==================== design 1
Figure 1. Sequential cells grouped by signal name (design 1).
Scale: 4 px per um. Other sequential cells in the stronger gray, the rest of the logic in the fainter gray.
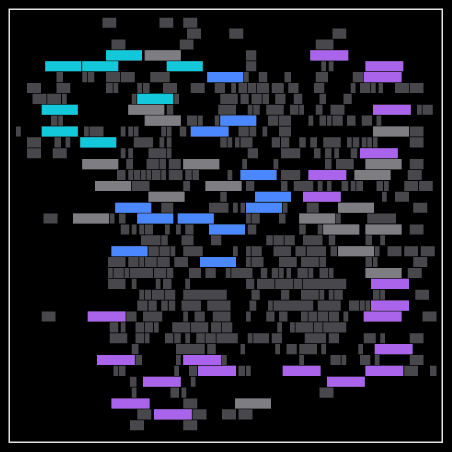

**src/rtl/bcd_seg_driver.sv**
```systemverilog
// Sequential binary-to-BCD converter (double dabble, one bit per clock) feeding
// registered active-low 7-segment patterns with leading-zero blanking and overflow dashes.
module bcd_seg_driver #(
    parameter int WIDTH       = 8,
    parameter int DIGITS      = 3,
    parameter bit BLANK_ZEROS = 1'b1
) (
    input  logic                  clk,
    input  logic                  rst,
    input  logic                  start,
    input  logic [WIDTH-1:0]      bin,
    output logic                  busy,
    output logic                  done,
    output logic [4*DIGITS-1:0]   bcd,
    output logic [7*DIGITS-1:0]   seg,
    output logic                  overflow
);

    localparam int CW = $clog2(WIDTH + 1);

    function automatic logic [63:0] max_value(input int d);
        logic [63:0] p;
        p = 64'd1;
        for (int i = 0; i < d; i++) p = p * 64'd10;
        return p - 64'd1;
    endfunction

    localparam logic [63:0] MAX_VAL = max_value(DIGITS);

    function automatic logic [6:0] encode(input logic [3:0] d);
        case (d)
            4'd0:    return 7'b1000000;
            4'd1:    return 7'b1111001;
            4'd2:    return 7'b0100100;
            4'd3:    return 7'b0110000;
            4'd4:    return 7'b0011001;
            4'd5:    return 7'b0010010;
            4'd6:    return 7'b0000010;
            4'd7:    return 7'b1111000;
            4'd8:    return 7'b0000000;
            4'd9:    return 7'b0010000;
            default: return 7'b1111111;
        endcase
    endfunction

    typedef enum logic {IDLE, SHIFT} state_t;

    state_t                state;
    logic [WIDTH-1:0]      shreg;
    logic [4*DIGITS-1:0]   scratch;
    logic [CW-1:0]         cnt;
    logic                  ovf_next;

    logic [4*DIGITS-1:0]   adjusted;
    logic [4*DIGITS-1:0]   scratch_next;
    logic [7*DIGITS-1:0]   seg_next;

    // One double-dabble step; the top scratch bit falls off so the result wraps mod 10^DIGITS.
    always_comb begin
        adjusted = scratch;
        for (int i = 0; i < DIGITS; i++) begin
            if (scratch[4*i +: 4] >= 4'd5)
                adjusted[4*i +: 4] = scratch[4*i +: 4] + 4'd3;
        end
        scratch_next = {adjusted[4*DIGITS-2:0], shreg[WIDTH-1]};
    end

    // Walk from the most significant digit so "all higher digits zero" is a running flag.
    always_comb begin : encode_blk
        logic       lead;
        logic [3:0] digit;
        lead     = 1'b1;
        digit    = 4'd0;
        seg_next = '1;
        for (int i = DIGITS - 1; i >= 0; i--) begin
            digit = scratch_next[4*i +: 4];
            if (ovf_next)
                seg_next[7*i +: 7] = 7'b0111111;
            else if (BLANK_ZEROS && (i > 0) && lead && (digit == 4'd0))
                seg_next[7*i +: 7] = 7'b1111111;
            else
                seg_next[7*i +: 7] = encode(digit);
            lead = lead && (digit == 4'd0);
        end
    end

    // start/busy: a request is taken on any rising edge with start=1 while busy=0;
    // start seen while busy is dropped, never queued.
    always_ff @(posedge clk or negedge rst) begin
        if (!rst) begin
            state    <= IDLE;
            shreg    <= '0;
            scratch  <= '0;
            cnt      <= '0;
            ovf_next <= 1'b0;
            busy     <= 1'b0;
            done     <= 1'b0;
            bcd      <= '0;
            seg      <= '1;
            overflow <= 1'b0;
        end else begin
            done <= 1'b0;
            case (state)
                IDLE: begin
                    if (start) begin
                        shreg    <= bin;
                        scratch  <= '0;
                        cnt      <= CW'(WIDTH);
                        ovf_next <= (64'(bin) > MAX_VAL);
                        busy     <= 1'b1;
                        state    <= SHIFT;
                    end
                end
                SHIFT: begin
                    scratch <= scratch_next;
                    shreg   <= {shreg[WIDTH-2:0], 1'b0};
                    cnt     <= cnt - CW'(1);
                    if (cnt == CW'(1)) begin
                        bcd      <= scratch_next;
                        seg      <= seg_next;
                        overflow <= ovf_next;
                        done     <= 1'b1;
                        busy     <= 1'b0;
                        state    <= IDLE;
                    end
                end
            endcase
        end
    end

endmodule

```
**config.mk**
```make
export PLATFORM = sky130hd
export DESIGN_NAME = bcd_seg_driver
export DESIGN_NICKNAME = d
export VERILOG_FILES = /design/src/rtl/bcd_seg_driver.sv
export SDC_FILE = /design/constraint.sdc
export NUM_CORES = 1
export LEC_CHECK = 0
export CAP_MARGIN = 20
export CORE_UTILIZATION = 30
export CTS_BUF_LIST = sky130_fd_sc_hd__clkbuf_4 sky130_fd_sc_hd__clkbuf_8
export DETAILED_ROUTE_END_ITERATION = 6
export GPL_TIMING_DRIVEN = 0
export PLACE_DENSITY = 0.53
export SETUP_SLACK_MARGIN = 0.5
export SYNTH_ARGS = -nofsm -noshare
export SYNTH_HDL_FRONTEND = slang
export SYNTH_SLANG_ARGS = --single-unit
```
**constraint.sdc**
```tcl
create_clock -name clk -period 2.99 [get_ports clk]
set_input_delay 0.4485 -clock clk [delete_from_list [all_inputs] [get_ports clk]]
set_output_delay 0.4485 -clock clk [all_outputs]
set_load 0.005 [all_outputs]
```
==================== design 2
`src/rtl/fpu_sgnj_pipe.sv`:
```
// -----------------------------------------------------------------------------
// fpu_sgnj_pipe
//
// Two-stage, valid/ready handshaked sign-injection unit for single-precision
// operands. Executes fsgnj / fsgnjn / fsgnjx. NaN operands or an illegal
// opcode raise the exception output. NaNs are passed through bitwise, with no
// canonicalisation.
//
// Handshake: a transfer happens on a rising clk edge where valid && ready.
// The producer holds its payload while valid && !ready. The payload
// (y/exception/out_tag) is held stable while out_valid && !out_ready.
//
// Ports:
//   clk        system clock, all state on rising edge
//   rstn       asynchronous active-low reset
//   in_valid   operation offered
//   in_ready   unit accepts operation this cycle (combinational from out_ready)
//   op         00 fsgnj, 01 fsgnjn, 10 fsgnjx, 11 illegal
//   x1         magnitude source operand
//   x2         sign source operand
//   in_tag     opaque destination tag
//   out_valid  result available
//   out_ready  consumer accepts result
//   y          result
//   exception  NaN operand or illegal op
//   out_tag    tag of result
// -----------------------------------------------------------------------------
module fpu_sgnj_pipe #(
    parameter int TAG_W = 5
) (
    input  logic             clk,
    input  logic             rstn,
    input  logic             in_valid,
    output logic             in_ready,
    input  logic [1:0]       op,
    input  logic [31:0]      x1,
    input  logic [31:0]      x2,
    input  logic [TAG_W-1:0] in_tag,
    output logic             out_valid,
    input  logic             out_ready,
    output logic [31:0]      y,
    output logic             exception,
    output logic [TAG_W-1:0] out_tag
);

    localparam logic [1:0] OP_SGNJ  = 2'b00;
    localparam logic [1:0] OP_SGNJN = 2'b01;
    localparam logic [1:0] OP_SGNJX = 2'b10;
    localparam logic [1:0] OP_ILL   = 2'b11;

    // Stage 1: raw operands plus pre-decoded exception causes.
    logic             s1_valid_q, s1_valid_d;
    logic [31:0]      s1_x1_q,    s1_x1_d;
    logic             s1_sgn2_q,  s1_sgn2_d;
    logic [1:0]       s1_op_q,    s1_op_d;
    logic [TAG_W-1:0] s1_tag_q,   s1_tag_d;
    logic             s1_nan_q,   s1_nan_d;
    logic             s1_ill_q,   s1_ill_d;

    // Stage 2: final result, drives the outputs directly.
    logic             s2_valid_q, s2_valid_d;
    logic [31:0]      y_q,        y_d;
    logic             exc_q,      exc_d;
    logic [TAG_W-1:0] tag_q,      tag_d;

    logic s2_adv;
    logic s1_adv;
    logic x1_nan;
    logic x2_nan;
    logic in_fire;

    always_comb begin
        // A stage may load when it is empty or its content leaves this cycle.
        s2_adv  = !s2_valid_q || out_ready;
        s1_adv  = !s1_valid_q || s2_adv;
        in_fire = in_valid && s1_adv;

        // Quiet and signalling NaNs alike: exponent all ones, mantissa nonzero.
        x1_nan = (x1[30:23] == 8'hFF) && (x1[22:0] != 23'd0);
        x2_nan = (x2[30:23] == 8'hFF) && (x2[22:0] != 23'd0);

        // Stage 1 next state. Payload only moves on an accepted input so the
        // registers do not toggle on idle cycles.
        s1_valid_d = s1_valid_q;
        s1_x1_d    = s1_x1_q;
        s1_sgn2_d  = s1_sgn2_q;
        s1_op_d    = s1_op_q;
        s1_tag_d   = s1_tag_q;
        s1_nan_d   = s1_nan_q;
        s1_ill_d   = s1_ill_q;
        if (s1_adv) begin
            s1_valid_d = in_valid;
        end
        if (in_fire) begin
            s1_x1_d   = x1;
            s1_sgn2_d = x2[31];
            s1_op_d   = op;
            s1_tag_d  = in_tag;
            s1_nan_d  = x1_nan || x2_nan;
            s1_ill_d  = (op == OP_ILL);
        end

        // Stage 2 next state. An empty S1 while S2 advances inserts a bubble;
        // the old payload is kept but no longer marked valid.
        s2_valid_d = s2_valid_q;
        y_d        = y_q;
        exc_d      = exc_q;
        tag_d      = tag_q;
        if (s2_adv) begin
            s2_valid_d = s1_valid_q;
            if (s1_valid_q) begin
                unique case (s1_op_q)
                    OP_SGNJ:  y_d = {s1_sgn2_q, s1_x1_q[30:0]};
                    OP_SGNJN: y_d = {~s1_sgn2_q, s1_x1_q[30:0]};
                    OP_SGNJX: y_d = {s1_x1_q[31] ^ s1_sgn2_q, s1_x1_q[30:0]};
                    default:  y_d = s1_x1_q;
                endcase
                exc_d = s1_nan_q || s1_ill_q;
                tag_d = s1_tag_q;
            end
        end
    end

    always_ff @(posedge clk or negedge rstn) begin
        if (!rstn) begin
            s1_valid_q <= 1'b0;
            s1_x1_q    <= '0;
            s1_sgn2_q  <= 1'b0;
            s1_op_q    <= '0;
            s1_tag_q   <= '0;
            s1_nan_q   <= 1'b0;
            s1_ill_q   <= 1'b0;
            s2_valid_q <= 1'b0;
            y_q        <= '0;
            exc_q      <= 1'b0;
            tag_q      <= '0;
        end else begin
            s1_valid_q <= s1_valid_d;
            s1_x1_q    <= s1_x1_d;
            s1_sgn2_q  <= s1_sgn2_d;
            s1_op_q    <= s1_op_d;
            s1_tag_q   <= s1_tag_d;
            s1_nan_q   <= s1_nan_d;
            s1_ill_q   <= s1_ill_d;
            s2_valid_q <= s2_valid_d;
            y_q        <= y_d;
            exc_q      <= exc_d;
            tag_q      <= tag_d;
        end
    end

    assign in_ready  = s1_adv;
    assign out_valid = s2_valid_q;
    assign y         = y_q;
    assign exception = exc_q;
    assign out_tag   = tag_q;

endmodule

```
`config.mk`:
```
export PLATFORM = sky130hd
export DESIGN_NAME = fpu_sgnj_pipe
export DESIGN_NICKNAME = d
export VERILOG_FILES = /design/src/rtl/fpu_sgnj_pipe.sv
export SDC_FILE = /design/constraint.sdc
export NUM_CORES = 1
export LEC_CHECK = 0
export ABC_AREA = 1
export CORE_MARGIN = 3
export CORE_UTILIZATION = 45
export DETAILED_ROUTE_END_ITERATION = 10
export GPL_TIMING_DRIVEN = 0
export PLACE_DENSITY = 0.89
export SLEW_MARGIN = 20
export SYNTH_ARGS = -nofsm -noshare
export SYNTH_HDL_FRONTEND = slang
export SYNTH_SLANG_ARGS = --single-unit
```
`constraint.sdc`:
```
create_clock -name clk -period 2.1 [get_ports clk]
set_input_delay 0.42 -clock clk [delete_from_list [all_inputs] [get_ports clk]]
set_output_delay 0.42 -clock clk [all_outputs]
set_load 0.01 [all_outputs]
```
==================== design 3
`config.mk`:
```
export PLATFORM = sky130hd
export DESIGN_NAME = sprite_dma
export DESIGN_NICKNAME = d
export VERILOG_FILES = /design/src/rtl/sprite_dma_pkg.sv /design/src/rtl/sprite_dma.sv
export SDC_FILE = /design/constraint.sdc
export NUM_CORES = 1
export LEC_CHECK = 0
export CAP_MARGIN = 20
export CORE_ASPECT_RATIO = 1.4
export CORE_MARGIN = 2
export CORE_UTILIZATION = 31
export CTS_CLUSTER_DIAMETER = 200
export DETAILED_ROUTE_END_ITERATION = 8
export PLACE_DENSITY_LB_ADDON = 0.05
export SKIP_LAST_GASP = 1
export SYNTH_ARGS = -nofsm -noshare
export SYNTH_HDL_FRONTEND = slang
export SYNTH_SLANG_ARGS = --single-unit
```
`constraint.sdc`:
```
create_clock -name I_CLK -period 4.01 [get_ports I_CLK]
set_input_delay 1.0025 -clock I_CLK [delete_from_list [all_inputs] [get_ports I_CLK]]
set_output_delay 1.0025 -clock I_CLK [all_outputs]
set_load 0.02 [all_outputs]
```
`src/rtl/sprite_dma_pkg.sv`:
```
// Shared video package: sprite DMA state encoding and default transfer geometry.
package sprite_dma_pkg;

  typedef enum logic [2:0] {IDLE, REQ, XFER, DRAIN, DONE} dma_state_t;

  localparam int SPR_DMA_LEN      = 384;
  localparam int SPR_DMA_DST_BASE = 0;

endpackage

```
`src/rtl/sprite_dma.sv`:
```
// Sprite-attribute DMA: requests the CPU bus, then copies LEN bytes from work RAM into object RAM.
// One byte per clock once granted; losing the grant pauses the copy and re-reads the byte in flight.
module sprite_dma
  import sprite_dma_pkg::*;
#(
  parameter int SRC_AW   = 11,
  parameter int DST_AW   = 8,
  parameter int LEN      = SPR_DMA_LEN,
  parameter int DST_BASE = SPR_DMA_DST_BASE
) (
  input  logic              I_CLK,
  input  logic              I_RST_n,
  input  logic              I_START,
  input  logic [SRC_AW-1:0] I_SRC_BASE,
  input  logic              I_BUSAK_n,
  output logic              O_BUSRQ_n,
  output logic [SRC_AW-1:0] O_SRC_ADDR,
  output logic              O_SRC_CE,
  input  logic [7:0]        I_SRC_D,
  output logic [DST_AW-1:0] O_DST_ADDR,
  output logic [7:0]        O_DST_D,
  output logic              O_DST_CE,
  output logic              O_DST_WE,
  output logic              O_BUSY,
  output logic              O_DONE
);

  localparam int            CW   = $clog2(LEN + 1);
  localparam logic [CW-1:0] LAST = CW'(LEN - 1);

  dma_state_t        state;
  logic [SRC_AW-1:0] base;
  logic [CW-1:0]     rd;
  logic [CW-1:0]     wr;
  logic              pv;
  logic              grant;
  logic              moving;

  assign grant  = ~I_BUSAK_n;
  // Bus cycles only happen while the grant is held; a dropped grant gates them off in that same cycle.
  assign moving = grant && (state == XFER || state == DRAIN);

  always_ff @(posedge I_CLK or negedge I_RST_n) begin
    if (!I_RST_n) begin
      state <= IDLE;
      base  <= '0;
      rd    <= '0;
      wr    <= '0;
      pv    <= 1'b0;
    end else begin
      case (state)
        IDLE: begin
          if (I_START) begin
            base  <= I_SRC_BASE;
            rd    <= '0;
            wr    <= '0;
            pv    <= 1'b0;
            state <= REQ;
          end
        end
        REQ: begin
          if (grant) state <= XFER;
        end
        XFER: begin
          if (!grant) begin
            pv <= 1'b0;
            rd <= wr;
          end else begin
            if (pv) wr <= wr + 1'b1;
            rd <= rd + 1'b1;
            pv <= 1'b1;
            if (rd == LAST) state <= DRAIN;
          end
        end
        DRAIN: begin
          // The last byte is only committed if the grant survives this cycle.
          if (!grant) begin
            pv    <= 1'b0;
            rd    <= wr;
            state <= XFER;
          end else begin
            wr    <= wr + 1'b1;
            pv    <= 1'b0;
            state <= DONE;
          end
        end
        DONE:    state <= IDLE;
        default: state <= IDLE;
      endcase
    end
  end

  assign O_SRC_ADDR = base + SRC_AW'(rd);
  assign O_SRC_CE   = moving;
  assign O_DST_ADDR = DST_AW'(DST_BASE) + DST_AW'(wr);
  assign O_DST_D    = I_SRC_D;
  assign O_DST_WE   = moving && pv;
  assign O_DST_CE   = O_DST_WE;
  assign O_BUSY     = (state != IDLE);
  assign O_DONE     = (state == DONE);
  assign O_BUSRQ_n  = !(state == REQ || state == XFER || state == DRAIN);

endmodule

```
==================== design 4
`src/rtl/pipeline_pkg.sv`:
```
// Shared encodings for the pipeline control slice: operand-forward selects,
// hazard FSM states and the hardwired-zero register number.
package pipeline_pkg;

  typedef enum logic [1:0] {
    FWD_RF  = 2'b00,
    FWD_EX  = 2'b01,
    FWD_MEM = 2'b10,
    FWD_WB  = 2'b11
  } fwd_sel_t;

  typedef enum logic [1:0] {
    ST_RUN   = 2'b00,
    ST_FLUSH = 2'b01,
    ST_WAIT  = 2'b10
  } state_t;

  localparam logic [4:0] GR0 = 5'd0;

endpackage

```
`src/rtl/hazard_control_unit_if.sv`:
```
// Pipeline-register observation and control bundle between the datapath
// (master) and the hazard control unit (slave).
interface hazard_control_unit_if #(
  parameter int CNT_W = 16
);
  // Handshake: none. Every signal is level-sensitive and valid every cycle;
  // inputs are sampled combinationally, counters change on the rising clock.
  logic [4:0]       ID_RA;
  logic [4:0]       ID_RB;
  logic             ID_USE_A;
  logic             ID_USE_B;
  logic [4:0]       EX_RD;
  logic             EX_RF_LE;
  logic             EX_L;
  logic             EX_BR_TAKEN;
  logic [4:0]       MEM_RD;
  logic             MEM_RF_LE;
  logic [4:0]       WB_RD;
  logic             WB_RF_LE;
  logic             MEM_WAIT;
  logic             PC_LE;
  logic             IF_ID_LE;
  logic             IF_ID_CLR;
  logic             NOP_SEL;
  logic             PIPE_HOLD;
  logic [1:0]       FWD_A;
  logic [1:0]       FWD_B;
  logic [CNT_W-1:0] STALL_CNT;
  logic [CNT_W-1:0] FLUSH_CNT;

  modport master (
    output ID_RA, ID_RB, ID_USE_A, ID_USE_B, EX_RD, EX_RF_LE, EX_L, EX_BR_TAKEN,
           MEM_RD, MEM_RF_LE, WB_RD, WB_RF_LE, MEM_WAIT,
    input  PC_LE, IF_ID_LE, IF_ID_CLR, NOP_SEL, PIPE_HOLD, FWD_A, FWD_B,
           STALL_CNT, FLUSH_CNT
  );

  modport slave (
    input  ID_RA, ID_RB, ID_USE_A, ID_USE_B, EX_RD, EX_RF_LE, EX_L, EX_BR_TAKEN,
           MEM_RD, MEM_RF_LE, WB_RD, WB_RF_LE, MEM_WAIT,
    output PC_LE, IF_ID_LE, IF_ID_CLR, NOP_SEL, PIPE_HOLD, FWD_A, FWD_B,
           STALL_CNT, FLUSH_CNT
  );

endinterface

```
`src/rtl/forward_select.sv`:
```
// Operand bypass select for one ID-stage source: nearest producing stage wins.
module forward_select
  import pipeline_pkg::*;
(
  input  logic [4:0] src,
  input  logic [4:0] ex_rd,
  input  logic       ex_rf_le,
  input  logic       ex_l,
  input  logic [4:0] mem_rd,
  input  logic       mem_rf_le,
  input  logic [4:0] wb_rd,
  input  logic       wb_rf_le,
  output fwd_sel_t   sel
);

  // A load in EX has no data yet; the load-use stall covers that case.
  always_comb begin
    sel = FWD_RF;
    if (src != GR0) begin
      if (ex_rf_le && !ex_l && (ex_rd == src))
        sel = FWD_EX;
      else if (mem_rf_le && (mem_rd == src))
        sel = FWD_MEM;
      else if (wb_rf_le && (wb_rd == src))
        sel = FWD_WB;
    end
  end

endmodule

```
`src/rtl/hazard_control_unit.sv`:
```
// Pipeline hazard control: stall/flush/freeze sequencing, operand forwarding
// and saturating stall/flush cycle counters.
module hazard_control_unit
  import pipeline_pkg::*;
#(
  parameter int FLUSH_CYCLES = 1,
  parameter int CNT_W        = 16
) (
  input  logic                  clk,
  input  logic                  reset,
  hazard_control_unit_if.slave  hz,
  output state_t                state_dbg
);

  localparam logic [2:0] FLUSH_RELOAD = 3'(FLUSH_CYCLES - 1);

  state_t           state, state_n, eff_state;
  logic [2:0]       rem, rem_n;
  logic             lu;
  logic             pc_le, if_id_le, if_id_clr, nop_sel, pipe_hold;
  logic             stall_evt;
  logic [CNT_W-1:0] stall_cnt, flush_cnt;
  fwd_sel_t         fwd_a, fwd_b;

  assign lu = hz.EX_L && hz.EX_RF_LE && (hz.EX_RD != GR0) &&
              ((hz.ID_USE_A && (hz.ID_RA == hz.EX_RD)) ||
               (hz.ID_USE_B && (hz.ID_RB == hz.EX_RD)));

  // Once memory is ready the saved context acts in that same cycle.
  always_comb begin
    eff_state = state;
    if (state == ST_WAIT && !hz.MEM_WAIT)
      eff_state = (rem != 3'd0) ? ST_FLUSH : ST_RUN;
  end

  always_ff @(posedge clk) begin
    if (reset) begin
      state <= ST_RUN;
      rem   <= 3'd0;
    end else begin
      state <= state_n;
      rem   <= rem_n;
    end
  end

  always_comb begin
    state_n = state;
    rem_n   = rem;
    if (hz.MEM_WAIT) begin
      state_n = ST_WAIT;
    end else begin
      unique case (eff_state)
        ST_RUN: begin
          state_n = ST_RUN;
          if (hz.EX_BR_TAKEN && (FLUSH_CYCLES > 1)) begin
            state_n = ST_FLUSH;
            rem_n   = FLUSH_RELOAD;
          end
        end
        ST_FLUSH: begin
          rem_n   = rem - 3'd1;
          state_n = (rem == 3'd1) ? ST_RUN : ST_FLUSH;
        end
        default: state_n = ST_RUN;
      endcase
    end
  end

  always_comb begin
    pc_le     = 1'b0;
    if_id_le  = 1'b0;
    if_id_clr = 1'b0;
    nop_sel   = 1'b0;
    pipe_hold = 1'b0;
    stall_evt = 1'b0;
    if (reset) begin
      if_id_clr = 1'b1;
      nop_sel   = 1'b1;
    end else if (hz.MEM_WAIT) begin
      pipe_hold = 1'b1;
      stall_evt = 1'b1;
    end else begin
      unique case (eff_state)
        ST_RUN: begin
          if (hz.EX_BR_TAKEN) begin
            pc_le     = 1'b1;
            if_id_clr = 1'b1;
            nop_sel   = 1'b1;
          end else if (lu) begin
            nop_sel   = 1'b1;
            stall_evt = 1'b1;
          end else begin
            pc_le    = 1'b1;
            if_id_le = 1'b1;
          end
        end
        ST_FLUSH: begin
          pc_le     = 1'b1;
          if_id_clr = 1'b1;
          nop_sel   = 1'b1;
        end
        default: ;
      endcase
    end
  end

  always_ff @(posedge clk) begin
    if (reset) begin
      stall_cnt <= '0;
      flush_cnt <= '0;
    end else begin
      if (stall_evt && (stall_cnt != '1))
        stall_cnt <= stall_cnt + CNT_W'(1);
      if (if_id_clr && (flush_cnt != '1))
        flush_cnt <= flush_cnt + CNT_W'(1);
    end
  end

  forward_select u_fwd_a (
    .src(hz.ID_RA), .ex_rd(hz.EX_RD), .ex_rf_le(hz.EX_RF_LE), .ex_l(hz.EX_L),
    .mem_rd(hz.MEM_RD), .mem_rf_le(hz.MEM_RF_LE), .wb_rd(hz.WB_RD),
    .wb_rf_le(hz.WB_RF_LE), .sel(fwd_a)
  );

  forward_select u_fwd_b (
    .src(hz.ID_RB), .ex_rd(hz.EX_RD), .ex_rf_le(hz.EX_RF_LE), .ex_l(hz.EX_L),
    .mem_rd(hz.MEM_RD), .mem_rf_le(hz.MEM_RF_LE), .wb_rd(hz.WB_RD),
    .wb_rf_le(hz.WB_RF_LE), .sel(fwd_b)
  );

  assign hz.PC_LE     = pc_le;
  assign hz.IF_ID_LE  = if_id_le;
  assign hz.IF_ID_CLR = if_id_clr;
  assign hz.NOP_SEL   = nop_sel;
  assign hz.PIPE_HOLD = pipe_hold;
  assign hz.FWD_A     = reset ? FWD_RF : fwd_a;
  assign hz.FWD_B     = reset ? FWD_RF : fwd_b;
  assign hz.STALL_CNT = stall_cnt;
  assign hz.FLUSH_CNT = flush_cnt;
  assign state_dbg    = state;

endmodule

```
`src/flat_wrapper.sv`:
```
// flat-port wrapper written by rule: the top's interface ports become plain ports
module hazard_control_unit_flat import pipeline_pkg::*;
#(
  parameter int FLUSH_CYCLES = 1,
  parameter int CNT_W        = 16
)
  (clk, reset, state_dbg, hz_ID_RA, hz_ID_RB, hz_ID_USE_A, hz_ID_USE_B, hz_EX_RD, hz_EX_RF_LE, hz_EX_L, hz_EX_BR_TAKEN, hz_MEM_RD, hz_MEM_RF_LE, hz_WB_RD, hz_WB_RF_LE, hz_MEM_WAIT, hz_PC_LE, hz_IF_ID_LE, hz_IF_ID_CLR, hz_NOP_SEL, hz_PIPE_HOLD, hz_FWD_A, hz_FWD_B, hz_STALL_CNT, hz_FLUSH_CNT);
  hazard_control_unit_if #(.CNT_W(CNT_W)) hz_i ();
  input  logic clk;
  input  logic reset;
  output state_t state_dbg;
  input wire logic [$bits(hz_i.ID_RA)-1:0] hz_ID_RA;
  input wire logic [$bits(hz_i.ID_RB)-1:0] hz_ID_RB;
  input wire logic [$bits(hz_i.ID_USE_A)-1:0] hz_ID_USE_A;
  input wire logic [$bits(hz_i.ID_USE_B)-1:0] hz_ID_USE_B;
  input wire logic [$bits(hz_i.EX_RD)-1:0] hz_EX_RD;
  input wire logic [$bits(hz_i.EX_RF_LE)-1:0] hz_EX_RF_LE;
  input wire logic [$bits(hz_i.EX_L)-1:0] hz_EX_L;
  input wire logic [$bits(hz_i.EX_BR_TAKEN)-1:0] hz_EX_BR_TAKEN;
  input wire logic [$bits(hz_i.MEM_RD)-1:0] hz_MEM_RD;
  input wire logic [$bits(hz_i.MEM_RF_LE)-1:0] hz_MEM_RF_LE;
  input wire logic [$bits(hz_i.WB_RD)-1:0] hz_WB_RD;
  input wire logic [$bits(hz_i.WB_RF_LE)-1:0] hz_WB_RF_LE;
  input wire logic [$bits(hz_i.MEM_WAIT)-1:0] hz_MEM_WAIT;
  output wire logic [$bits(hz_i.PC_LE)-1:0] hz_PC_LE;
  output wire logic [$bits(hz_i.IF_ID_LE)-1:0] hz_IF_ID_LE;
  output wire logic [$bits(hz_i.IF_ID_CLR)-1:0] hz_IF_ID_CLR;
  output wire logic [$bits(hz_i.NOP_SEL)-1:0] hz_NOP_SEL;
  output wire logic [$bits(hz_i.PIPE_HOLD)-1:0] hz_PIPE_HOLD;
  output wire logic [$bits(hz_i.FWD_A)-1:0] hz_FWD_A;
  output wire logic [$bits(hz_i.FWD_B)-1:0] hz_FWD_B;
  output wire logic [$bits(hz_i.STALL_CNT)-1:0] hz_STALL_CNT;
  output wire logic [$bits(hz_i.FLUSH_CNT)-1:0] hz_FLUSH_CNT;
  assign hz_i.ID_RA = hz_ID_RA;
  assign hz_i.ID_RB = hz_ID_RB;
  assign hz_i.ID_USE_A = hz_ID_USE_A;
  assign hz_i.ID_USE_B = hz_ID_USE_B;
  assign hz_i.EX_RD = hz_EX_RD;
  assign hz_i.EX_RF_LE = hz_EX_RF_LE;
  assign hz_i.EX_L = hz_EX_L;
  assign hz_i.EX_BR_TAKEN = hz_EX_BR_TAKEN;
  assign hz_i.MEM_RD = hz_MEM_RD;
  assign hz_i.MEM_RF_LE = hz_MEM_RF_LE;
  assign hz_i.WB_RD = hz_WB_RD;
  assign hz_i.WB_RF_LE = hz_WB_RF_LE;
  assign hz_i.MEM_WAIT = hz_MEM_WAIT;
  assign hz_PC_LE = hz_i.PC_LE;
  assign hz_IF_ID_LE = hz_i.IF_ID_LE;
  assign hz_IF_ID_CLR = hz_i.IF_ID_CLR;
  assign hz_NOP_SEL = hz_i.NOP_SEL;
  assign hz_PIPE_HOLD = hz_i.PIPE_HOLD;
  assign hz_FWD_A = hz_i.FWD_A;
  assign hz_FWD_B = hz_i.FWD_B;
  assign hz_STALL_CNT = hz_i.STALL_CNT;
  assign hz_FLUSH_CNT = hz_i.FLUSH_CNT;
  hazard_control_unit #(.FLUSH_CYCLES(FLUSH_CYCLES), .CNT_W(CNT_W)) u_core (.clk(clk), .reset(reset), .hz(hz_i), .state_dbg(state_dbg));
endmodule
```
`config.mk`:
```
export PLATFORM = sky130hd
export DESIGN_NAME = hazard_control_unit_flat
export DESIGN_NICKNAME = d
export VERILOG_FILES = /design/src/rtl/pipeline_pkg.sv /design/src/rtl/hazard_control_unit_if.sv /design/src/rtl/forward_select.sv /design/src/rtl/hazard_control_unit.sv /design/src/flat_wrapper.sv
export SDC_FILE = /design/constraint.sdc
export NUM_CORES = 1
export LEC_CHECK = 0
export CAP_MARGIN = 20
export CORE_ASPECT_RATIO = 2
export CORE_MARGIN = 3
export CORE_UTILIZATION = 40
export CTS_BUF_LIST = sky130_fd_sc_hd__clkbuf_8
export DETAILED_ROUTE_END_ITERATION = 8
export PLACE_DENSITY = 0.82
export SYNTH_ARGS = -nofsm -noshare
export SYNTH_HDL_FRONTEND = slang
export SYNTH_SLANG_ARGS = --single-unit
```
`constraint.sdc`:
```
create_clock -name clk -period 5 [get_ports clk]
set_input_delay 0.5 -clock clk [delete_from_list [all_inputs] [get_ports clk]]
set_output_delay 0.5 -clock clk [all_outputs]
set_load 0.01 [all_outputs]
```
Figure 2. Met3 routing (design 3).
Scale: 4 px per um.
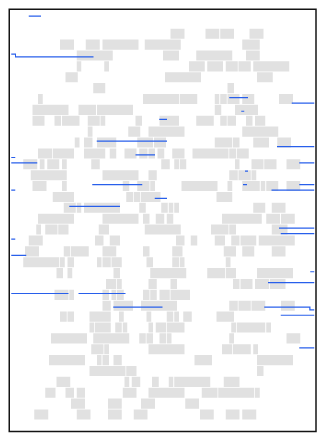
nets with wire on the layer: 26
main direction: horizontal
wire length on this layer: 214 um
longest straight run: 19.3 um
met3 Use GR: 3.00%
routed wire length: 5390 um
via count: 1762

==> flow_summary_export.csv, design 3 <==
group,metric,value,unit
worst_setup_path,path_depth,7,
sta,max_slew_margin,53.2,%
finish,comb_area_share,45.5,%
outcome,status,"finished clean",
synth,synth-edff-count,0,
clocking,cts_hold_buffers,0,
finish,drive_gt1_share,14.6,%
worst_setup_path,r2r_cells,5,
sta,fmax,264,MHz
synth,aoi_share,15.4,%
worst_setup_path,crit_fanout,6,
clocking,cts_sinks,33,
worst_setup_path,cp-endpoint,"O_SRC_ADDR[9]",
placement,place_area,2630,um^2
placement,port_buffers,39,
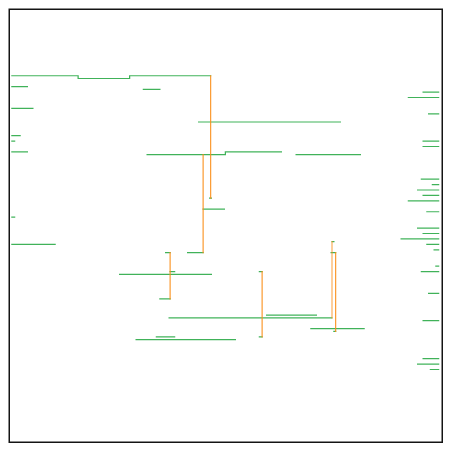
Figure 3: design 1, wiring by layer.
Scale: 4 px per um. Two of the layers only.
legend:
  orange:
    layer: met4
    wire_length: 122 um
  green:
    layer: met3
    wire_length: 398 um
Global Route Usage Sum: 15.9%
drt wl/cell: 14.8 um
routed wire length: 8560 um
via count: 2911

Notes on Figure 1 above:
legend:
  purple:
    name_in_the_netlist: seg
    flops: 21
    where: all over the die
  blue:
    name_in_the_netlist: scratch
    flops: 12
    where: center
  cyan:
    name_in_the_netlist: shreg
    flops: 8
    where: north-west
not colored: 19
post-layout util: 40.3%
sequential power: 1.54 mW
sequential fraction of total cell area: 34.8%

==> flow_summary_export.csv, design 1 <==
group,metric,value,unit
worst_setup_path,worstSetupEndpointType,"register",
synth,area_leaders,"dfrtp_1, dfstp_2, ha_1",
sta,finalSetupTns,0,ns
drt,maxUsedRoutingLayer,"met4",
power,p_leak,1.87,nW
sta,worst_pin_slew,0.692,ns
synth,synth.area.mux_share,2.68,%
worst_setup_path,cpPeakStageDelay,0.43,ns
synth,simple_gate_area_share,16.6,%
synth,synth.distinct_cells,51,
power,switching_share,42.8,%
finish,antennaDiodeCount,0,
worst_setup_path,cp-endpoint,"seg[9]",
run,warnings,41,
worst_setup_path,r2r_start,"scratch[4]",
worst_setup_path,critPathLaunchType,"register",
clocking,cts_root_buf,"clkbuf_8",
finish,final-clk-cell-share,5.13,%
worst_setup_path,path_depth,12,
synth,top_cells_by_count,"nand2_1, dfrtp_1, nor2_1",
clocking,cts_hold_buffers,0,
synth,synth-seq-cells,60,
sta,holdWs,0.160,ns
finish,area_delta_synth_final,30.5,%
finish,stdcell_count,577,
synth,ys_area,3360,um^2
worst_setup_path,r2r_cells,12,
global_route,grt_util_met2,25.4,%
worst_setup_path,critPathBufInv,3,
worst_setup_path,r2r_setup_slack,0.60,ns
power,internal-power,3.26,mW
worst_setup_path,cp_slowest_cell,"dfrtp_1",
worst_setup_path,crit_fanout,8,
global_route,first_global_vias,2780,
synth,async_flop_share,100,%
finish,clockBufferCount,10,
synth,yosysTopAreaCell,"dfrtp_1",
finish,largest_class,"multi-input combinational cells",
finish,largest_reg_flops,21,
outcome,status,"finished clean",
synth,syn-cell-area,3360,um^2
drt,drtIter0Drc,120,
synth,ys_cells,366,
power,power,5.70,mW
finish,lay_top_cells,"nand2_1, clkdlybuf4s50_1, dfrtp_1, nor2_1",
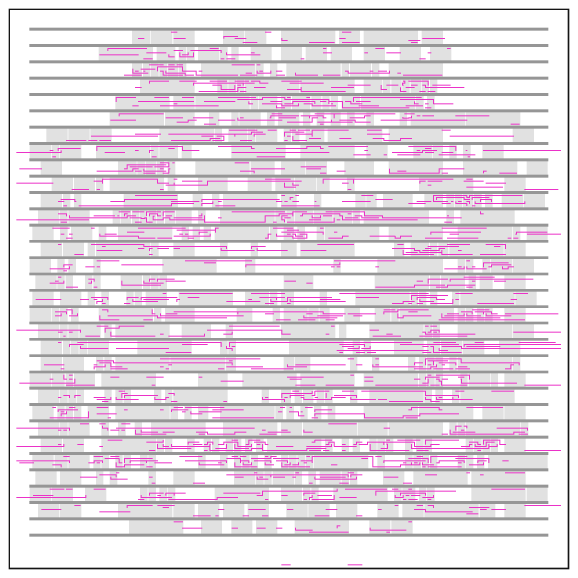
Figure 4: design 2, met1 routing.
Scale: 6 px per um. Supply wires on this layer in gray.
share of all routed wire: 42%
longest straight run: 30.4 um
wire length on this layer: 3340 um
via count: 2936
routed wire length: 8030 um
M1 GR Usage: 24.4%

==> flow_summary_export.csv, design 2 <==
group,metric,value,unit
power,power,4.64,mW
sta,period_used_share,94.8,%
synth,ys_warn_count,0,
die,dieArea,8640,um^2
placement,place_area,4690,um^2
synth,top_cells_by_count,"nand2_1, dfrtp_1, nor2_1, inv_1, o21ai_0",
worst_setup_path,r2r_start,"out_valid",
finish,nNonClkInverters,25,
clocking,cts-htree-levels,3,
global_route,busiest_layer,"met2",
synth,syn-cell-area,3400,um^2
worst_setup_path,cpPeakStageDelay,0.55,ns
drt,wl_per_cell,13.1,um
worst_setup_path,crit-reg2reg-capture,"y[17]",
outcome,status,"finished clean",
finish,comb_cells,263,
worst_setup_path,cp_top_family,"buffers and inverters",
sta,drv_slew,0,
sta,setup-violations-final,0,
clocking,cts_hold_buffers,0,
finish,final_util,67.4,%
Figure 5. Sequential cells grouped by signal name (design 4).
Scale: 6 px per um. Other sequential cells in the stronger gray, the rest of the logic in the fainter gray.
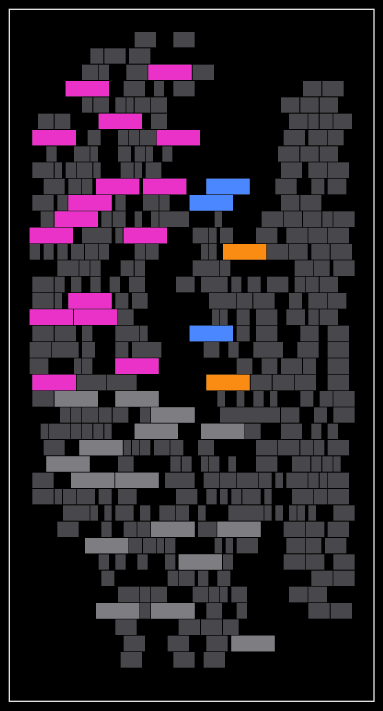
legend:
  orange:
    name_in_the_netlist: u_core.state_dbg
    flops: 2
  blue:
    name_in_the_netlist: u_core.rem
    flops: 3
  magenta:
    name_in_the_netlist: u_core.hz.FLUSH_CNT
    flops: 16
sequential power: 0.304 mW
post-layout util: 56.7%
sequential fraction of total cell area: 22.7%
FF/Latch Area: 741 um^2

==> flow_summary_export.csv, design 4 <==
group,metric,value,unit
synth,aoi_share,20.7,%
worst_setup_path,r2r_start,"u_core.hz.STALL_CNT[0]",
finish,seq_cells,37,
clocking,clock_path_buffers,2,
synth,async_flop_share,0,%
outcome,status,"finished clean",
placement,dp.cells,421,
power,irDropWorstVdd,0.262,mV
global_route,grt_util_met2,40.9,%
finish,area_delta_synth_final,37.1,%
synth,area_leaders,"dfxtp_1, xor2_1, a21oi_1",
drt,wl_met3,444,um
global_route,grt_antenna_before_repair,0,
finish,comb_area_share,47.2,%
synth,yosysTopAreaCell,"dfxtp_1",
drt,wl_per_cell,16.6,um
clocking,cts-htree-levels,2,
worst_hold_path,whs_endpoint,"u_core.hz.FLUSH_CNT[9]",
finish,layout_top_cell,"clkdlybuf4s50_1",
finish,final-clk-cell-share,2.64,%

## Gallery

Routing congestion.
Plate I
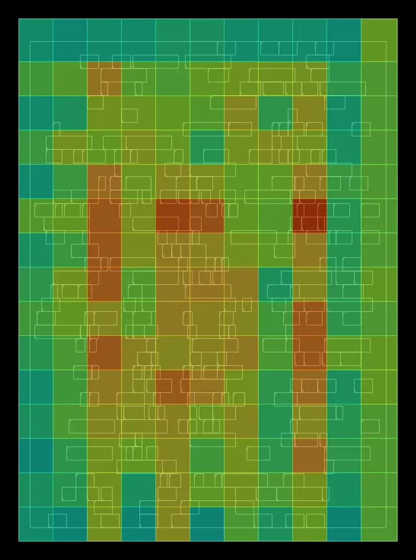
Plate II
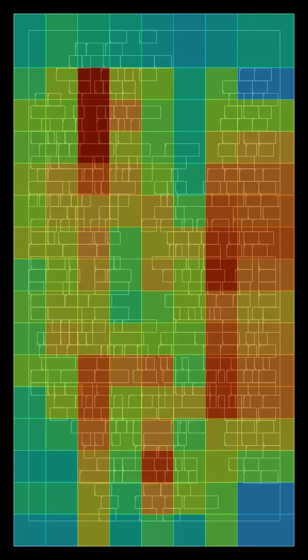
Plate III
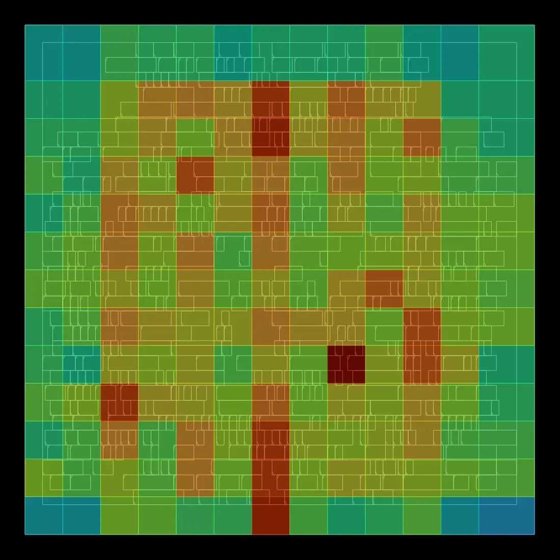
Plate IV
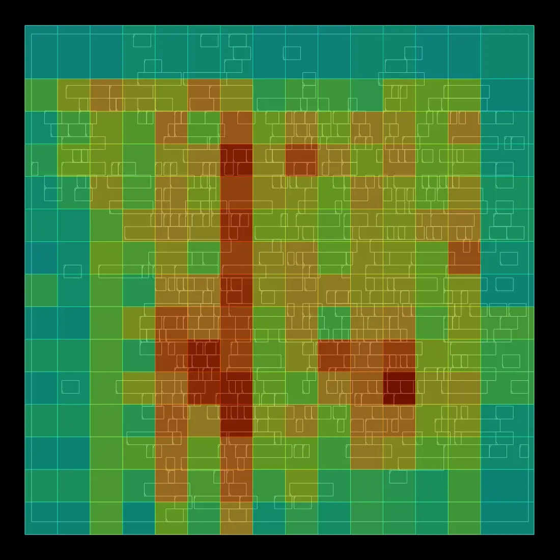
| picture | from |
|---|---|
| Plate I | design 3 |
| Plate IV | design 1 |
| Plate III | design 2 |
| Plate II | design 4 |
- highest utilization: Plate III


==================== design 5
File: src/rtl/div_ctrl_if.sv
// Handshake and data bundle between EX, the div_ctrl sequencer and the array divider.
// The master side is the pipeline plus divider; the slave side is div_ctrl.
interface div_ctrl_if #(
    parameter int DATA_BUS_WIDTH = 32
);
    logic                          start;
    logic                          want_rem;
    logic [DATA_BUS_WIDTH-1:0]     operand_1;
    logic [DATA_BUS_WIDTH-1:0]     operand_2;
    logic                          flush;
    logic                          div_en;
    logic [DATA_BUS_WIDTH-1:0]     div_op1;
    logic [DATA_BUS_WIDTH-1:0]     div_op2;
    logic [2*DATA_BUS_WIDTH-1:0]   div_result;
    logic                          stall_req;
    logic                          done;
    logic [DATA_BUS_WIDTH-1:0]     result;

    modport master (
        output start, want_rem, operand_1, operand_2, flush, div_result,
        input  div_en, div_op1, div_op2, stall_req, done, result
    );

    modport slave (
        input  start, want_rem, operand_1, operand_2, flush, div_result,
        output div_en, div_op1, div_op2, stall_req, done, result
    );
endinterface

File: src/rtl/div_ctrl.sv
// Multi-cycle sequencer for the combinational signed array divider, with stall and corrections.
// Optional macro DIV_FAST_PATH_EN: trivial operands (x/0, MIN/-1, 0/x) complete in one cycle.
module div_ctrl #(
    parameter int SETTLE_CYCLES  = 4,
    parameter int DATA_BUS_WIDTH = 32
) (
    input logic       clk,
    input logic       rst_n,
    div_ctrl_if.slave bus
);
    localparam int W = DATA_BUS_WIDTH;
    localparam logic [3:0]   COUNT_LOAD = 4'(SETTLE_CYCLES - 1);
    localparam logic [W-1:0] MOST_NEG   = {1'b1, {(W-1){1'b0}}};
    localparam logic [W-1:0] ALL_ONES   = '1;

    typedef enum logic [1:0] {IDLE, BUSY, DONE} state_t;

    state_t       state_q, state_d;
    logic [3:0]   count_q, count_d;
    logic         div_en_q, div_en_d;
    logic         done_q, done_d;
    logic [W-1:0] result_q, result_d;
    logic [W-1:0] op1_q, op1_d;
    logic [W-1:0] op2_q, op2_d;
    logic         rem_q, rem_d;
    logic         accept;

    // Architectural fix-ups; a zero raw result doubles as the 0/x fast-path answer.
    function automatic logic [W-1:0] correct(input logic [W-1:0] op1,
                                             input logic [W-1:0] op2,
                                             input logic         rem,
                                             input logic [2*W-1:0] raw);
        if (op2 == '0)
            correct = rem ? op1 : ALL_ONES;
        else if (op1 == MOST_NEG && op2 == ALL_ONES)
            correct = rem ? '0 : op1;
        else
            correct = rem ? raw[2*W-1:W] : raw[W-1:0];
    endfunction

`ifdef DIV_FAST_PATH_EN
    logic fast_hit;
    assign fast_hit = (bus.operand_2 == '0) || (bus.operand_1 == '0) ||
                      (bus.operand_1 == MOST_NEG && bus.operand_2 == ALL_ONES);
`endif

    always_comb begin
        state_d  = state_q;
        count_d  = count_q;
        div_en_d = div_en_q;
        done_d   = 1'b0;
        result_d = result_q;
        op1_d    = op1_q;
        op2_d    = op2_q;
        rem_d    = rem_q;
        accept   = (state_q != BUSY) && bus.start && !bus.flush;

        case (state_q)
            IDLE, DONE: begin
                state_d  = IDLE;
                div_en_d = 1'b0;
                if (accept) begin
                    op1_d    = bus.operand_1;
                    op2_d    = bus.operand_2;
                    rem_d    = bus.want_rem;
                    count_d  = COUNT_LOAD;
                    state_d  = BUSY;
                    div_en_d = 1'b1;
`ifdef DIV_FAST_PATH_EN
                    if (fast_hit) begin
                        count_d  = '0;
                        state_d  = DONE;
                        div_en_d = 1'b0;
                        done_d   = 1'b1;
                        result_d = correct(bus.operand_1, bus.operand_2, bus.want_rem, '0);
                    end
`endif
                end
            end
            BUSY: begin
                if (count_q == '0) begin
                    result_d = correct(op1_q, op2_q, rem_q, bus.div_result);
                    done_d   = 1'b1;
                    div_en_d = 1'b0;
                    state_d  = DONE;
                end else begin
                    count_d = count_q - 4'd1;
                end
            end
            default: state_d = IDLE;
        endcase

        // Flush wins over everything: abandon the operation without touching result.
        if (bus.flush) begin
            state_d  = IDLE;
            count_d  = '0;
            div_en_d = 1'b0;
            done_d   = 1'b0;
            result_d = result_q;
        end

        bus.stall_req = accept || (state_q == BUSY);
    end

    always_ff @(posedge clk or negedge rst_n) begin
        if (!rst_n) begin
            state_q  <= IDLE;
            count_q  <= '0;
            div_en_q <= 1'b0;
            done_q   <= 1'b0;
            result_q <= '0;
            op1_q    <= '0;
            op2_q    <= '0;
            rem_q    <= 1'b0;
        end else begin
            state_q  <= state_d;
            count_q  <= count_d;
            div_en_q <= div_en_d;
            done_q   <= done_d;
            result_q <= result_d;
            op1_q    <= op1_d;
            op2_q    <= op2_d;
            rem_q    <= rem_d;
        end
    end

    assign bus.div_en  = div_en_q;
    assign bus.div_op1 = op1_q;
    assign bus.div_op2 = op2_q;
    assign bus.done    = done_q;
    assign bus.result  = result_q;
endmodule

File: src/flat_wrapper.sv
// flat-port wrapper written by rule: the top's interface ports become plain ports
module div_ctrl_flat 
#(
    parameter int SETTLE_CYCLES  = 4,
    parameter int DATA_BUS_WIDTH = 32
)
  (clk, rst_n, bus_start, bus_want_rem, bus_operand_1, bus_operand_2, bus_flush, bus_div_result, bus_div_en, bus_div_op1, bus_div_op2, bus_stall_req, bus_done, bus_result);
  div_ctrl_if #(.DATA_BUS_WIDTH(DATA_BUS_WIDTH)) bus_i ();
  input logic clk;
  input logic rst_n;
  input wire logic [$bits(bus_i.start)-1:0] bus_start;
  input wire logic [$bits(bus_i.want_rem)-1:0] bus_want_rem;
  input wire logic [$bits(bus_i.operand_1)-1:0] bus_operand_1;
  input wire logic [$bits(bus_i.operand_2)-1:0] bus_operand_2;
  input wire logic [$bits(bus_i.flush)-1:0] bus_flush;
  input wire logic [$bits(bus_i.div_result)-1:0] bus_div_result;
  output wire logic [$bits(bus_i.div_en)-1:0] bus_div_en;
  output wire logic [$bits(bus_i.div_op1)-1:0] bus_div_op1;
  output wire logic [$bits(bus_i.div_op2)-1:0] bus_div_op2;
  output wire logic [$bits(bus_i.stall_req)-1:0] bus_stall_req;
  output wire logic [$bits(bus_i.done)-1:0] bus_done;
  output wire logic [$bits(bus_i.result)-1:0] bus_result;
  assign bus_i.start = bus_start;
  assign bus_i.want_rem = bus_want_rem;
  assign bus_i.operand_1 = bus_operand_1;
  assign bus_i.operand_2 = bus_operand_2;
  assign bus_i.flush = bus_flush;
  assign bus_i.div_result = bus_div_result;
  assign bus_div_en = bus_i.div_en;
  assign bus_div_op1 = bus_i.div_op1;
  assign bus_div_op2 = bus_i.div_op2;
  assign bus_stall_req = bus_i.stall_req;
  assign bus_done = bus_i.done;
  assign bus_result = bus_i.result;
  div_ctrl #(.SETTLE_CYCLES(SETTLE_CYCLES), .DATA_BUS_WIDTH(DATA_BUS_WIDTH)) u_core (.clk(clk), .rst_n(rst_n), .bus(bus_i));
endmodule
File: config.mk
export PLATFORM = sky130hd
export DESIGN_NAME = div_ctrl_flat
export DESIGN_NICKNAME = d
export VERILOG_FILES = /design/src/rtl/div_ctrl_if.sv /design/src/rtl/div_ctrl.sv /design/src/flat_wrapper.sv
export SDC_FILE = /design/constraint.sdc
export NUM_CORES = 1
export LEC_CHECK = 0
export CORE_ASPECT_RATIO = 2
export CORE_MARGIN = 2
export CORE_UTILIZATION = 42
export DETAILED_ROUTE_END_ITERATION = 8
export PLACE_DENSITY = 0.87
export SYNTH_ARGS = -nofsm -noshare
export SYNTH_HDL_FRONTEND = slang
export SYNTH_SLANG_ARGS = --single-unit
File: constraint.sdc
create_clock -name clk -period 2.35 [get_ports clk]
set_clock_uncertainty 0.2 [all_clocks]
set_input_delay 0.235 -clock clk [delete_from_list [all_inputs] [get_ports clk]]
set_output_delay 0.235 -clock clk [all_outputs]
set_load 0.01 [all_outputs]
Figure 6. Sequential cells grouped by signal name (design 5).
Scale: 4 px per um. Other sequential cells in the stronger gray, the rest of the logic in the fainter gray.
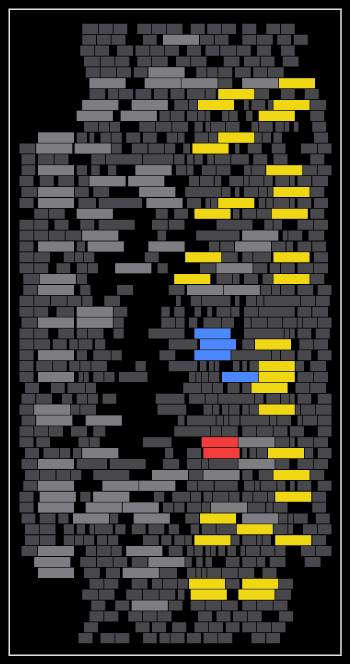
legend:
  red:
    name_in_the_netlist: u_core.state_q
    flops: 2
  blue:
    name_in_the_netlist: u_core.count_q
    flops: 4
  yellow:
    name_in_the_netlist: u_core.bus.result
    flops: 32
not colored: 67
sequential fraction of total cell area: 29.8%
FF/Latch Area: 2630 um^2
sequential power: 2.77 mW

Figure 7. Signal wires on met4 (design 5).
Scale: 4 px per um. Supply wires on this layer in gray.
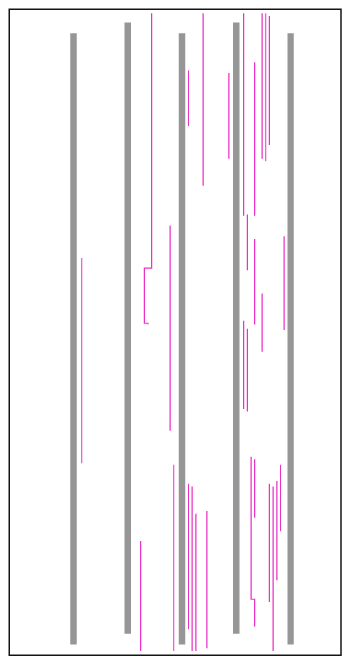
main direction: vertical
wire length on this layer: 954 um
nets with wire on the layer: 28
share of all routed wire: 5.2%
via count: 4869
routed wire length: 18200 um

==> flow_summary_export.csv <==
group,metric,value,unit
outcome,status,"finished with violations",
outcome,failed_checks,"negative setup slack",
power,irDropWorstVdd,0.548,mV
sta,fin_crit,2.35,ns
worst_setup_path,r2r_setup_slack,-0.001,ns
placement,gp_congestion,0.796,
sta,finalWorstSetupSlack,-0.00110,ns
worst_setup_path,cp_slowest_cell,"or4_4",
finish,comb_cells,293,
placement,place_area,8180,um^2
global_route,grt_util_met2,48.8,%
worst_setup_path,cp-endpoint,"u_core.bus.result[22]",
clocking,cts_hold_buffers,1,
global_route,use_met3,4.02,%
finish,nNonClkInverters,3,
finish,comb_area_share,27.8,%
synth,async_flop_share,100,%
finish,lay_top_cells,"clkdlybuf4s50_1, dfrtp_1, mux2_2, buf_4, o21ai_0",
synth,synth-edff-count,0,
die,rows,57,
clocking,clock.latency.late_pin,0.34,ns
finish,drive_gt1_share,34.6,%
power,clock_power,1.60,mW
synth,simple_gate_area_share,14.7,%
synth,synth-seq-cells,105,
drt,ant_nets,0,
worst_setup_path,worstSetupEndpointType,"register",
finish,largest_class,"non-clock buffers",
worst_setup_path,worstPathRequired,2.34,ns
finish,seq_cells,105,
synth,ff_type,"dfrtp_1",
synth,adder_share,0.483,%
finish,area_delta_synth_final,70.2,%
sta,setup-violations-final,1,
drt,wl_per_cell,20.5,um
clocking,ctsResizeCount,11,
power,p_switching,2.45,mW
die,taps,147,
worst_hold_path,min_path_type,"input pin to async pin",
drt,first_pass_iters,4,
global_route,grt_overflow,0,
global_route,first_global_vias,5217,


==> gallery <==
Wiring by layer.
image #1
Scale: 4 px per um. Two of the layers only.
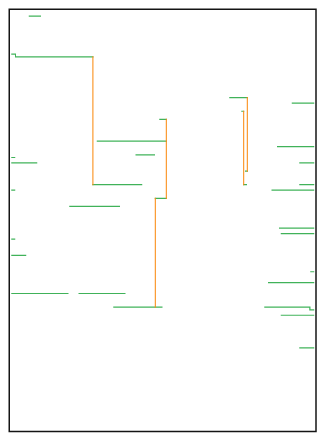
image #2
Scale: 4 px per um. Two of the layers only.
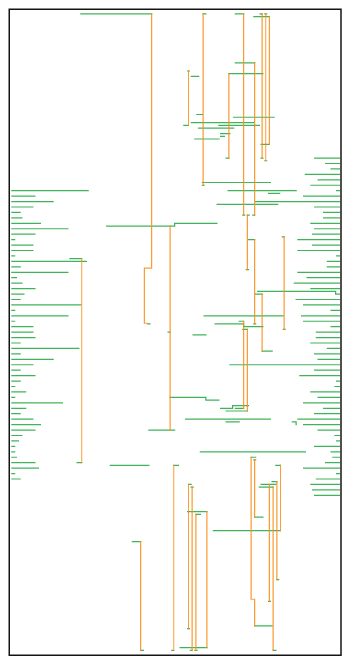
image #3
Scale: 6 px per um. Two of the layers only.
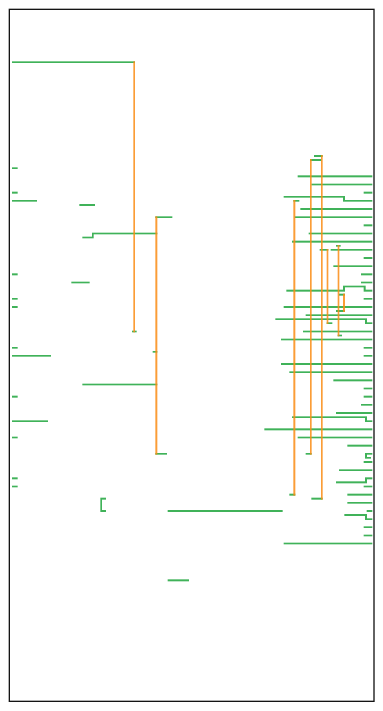
image #4
Scale: 4 px per um. Two of the layers only.
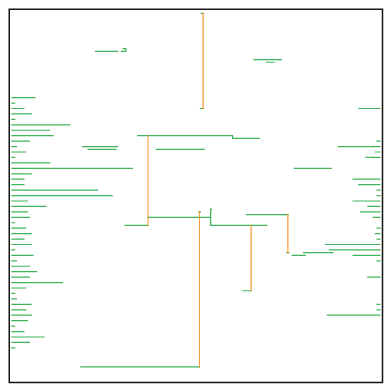
Of these, largest die: image #2
Of these, most wire: image #2
- design 5 = image #2
- design 3 = image #1
- design 4 = image #3
- design 2 = image #4

Power figures rest on the tool's default switching activity, not on a simulated workload.
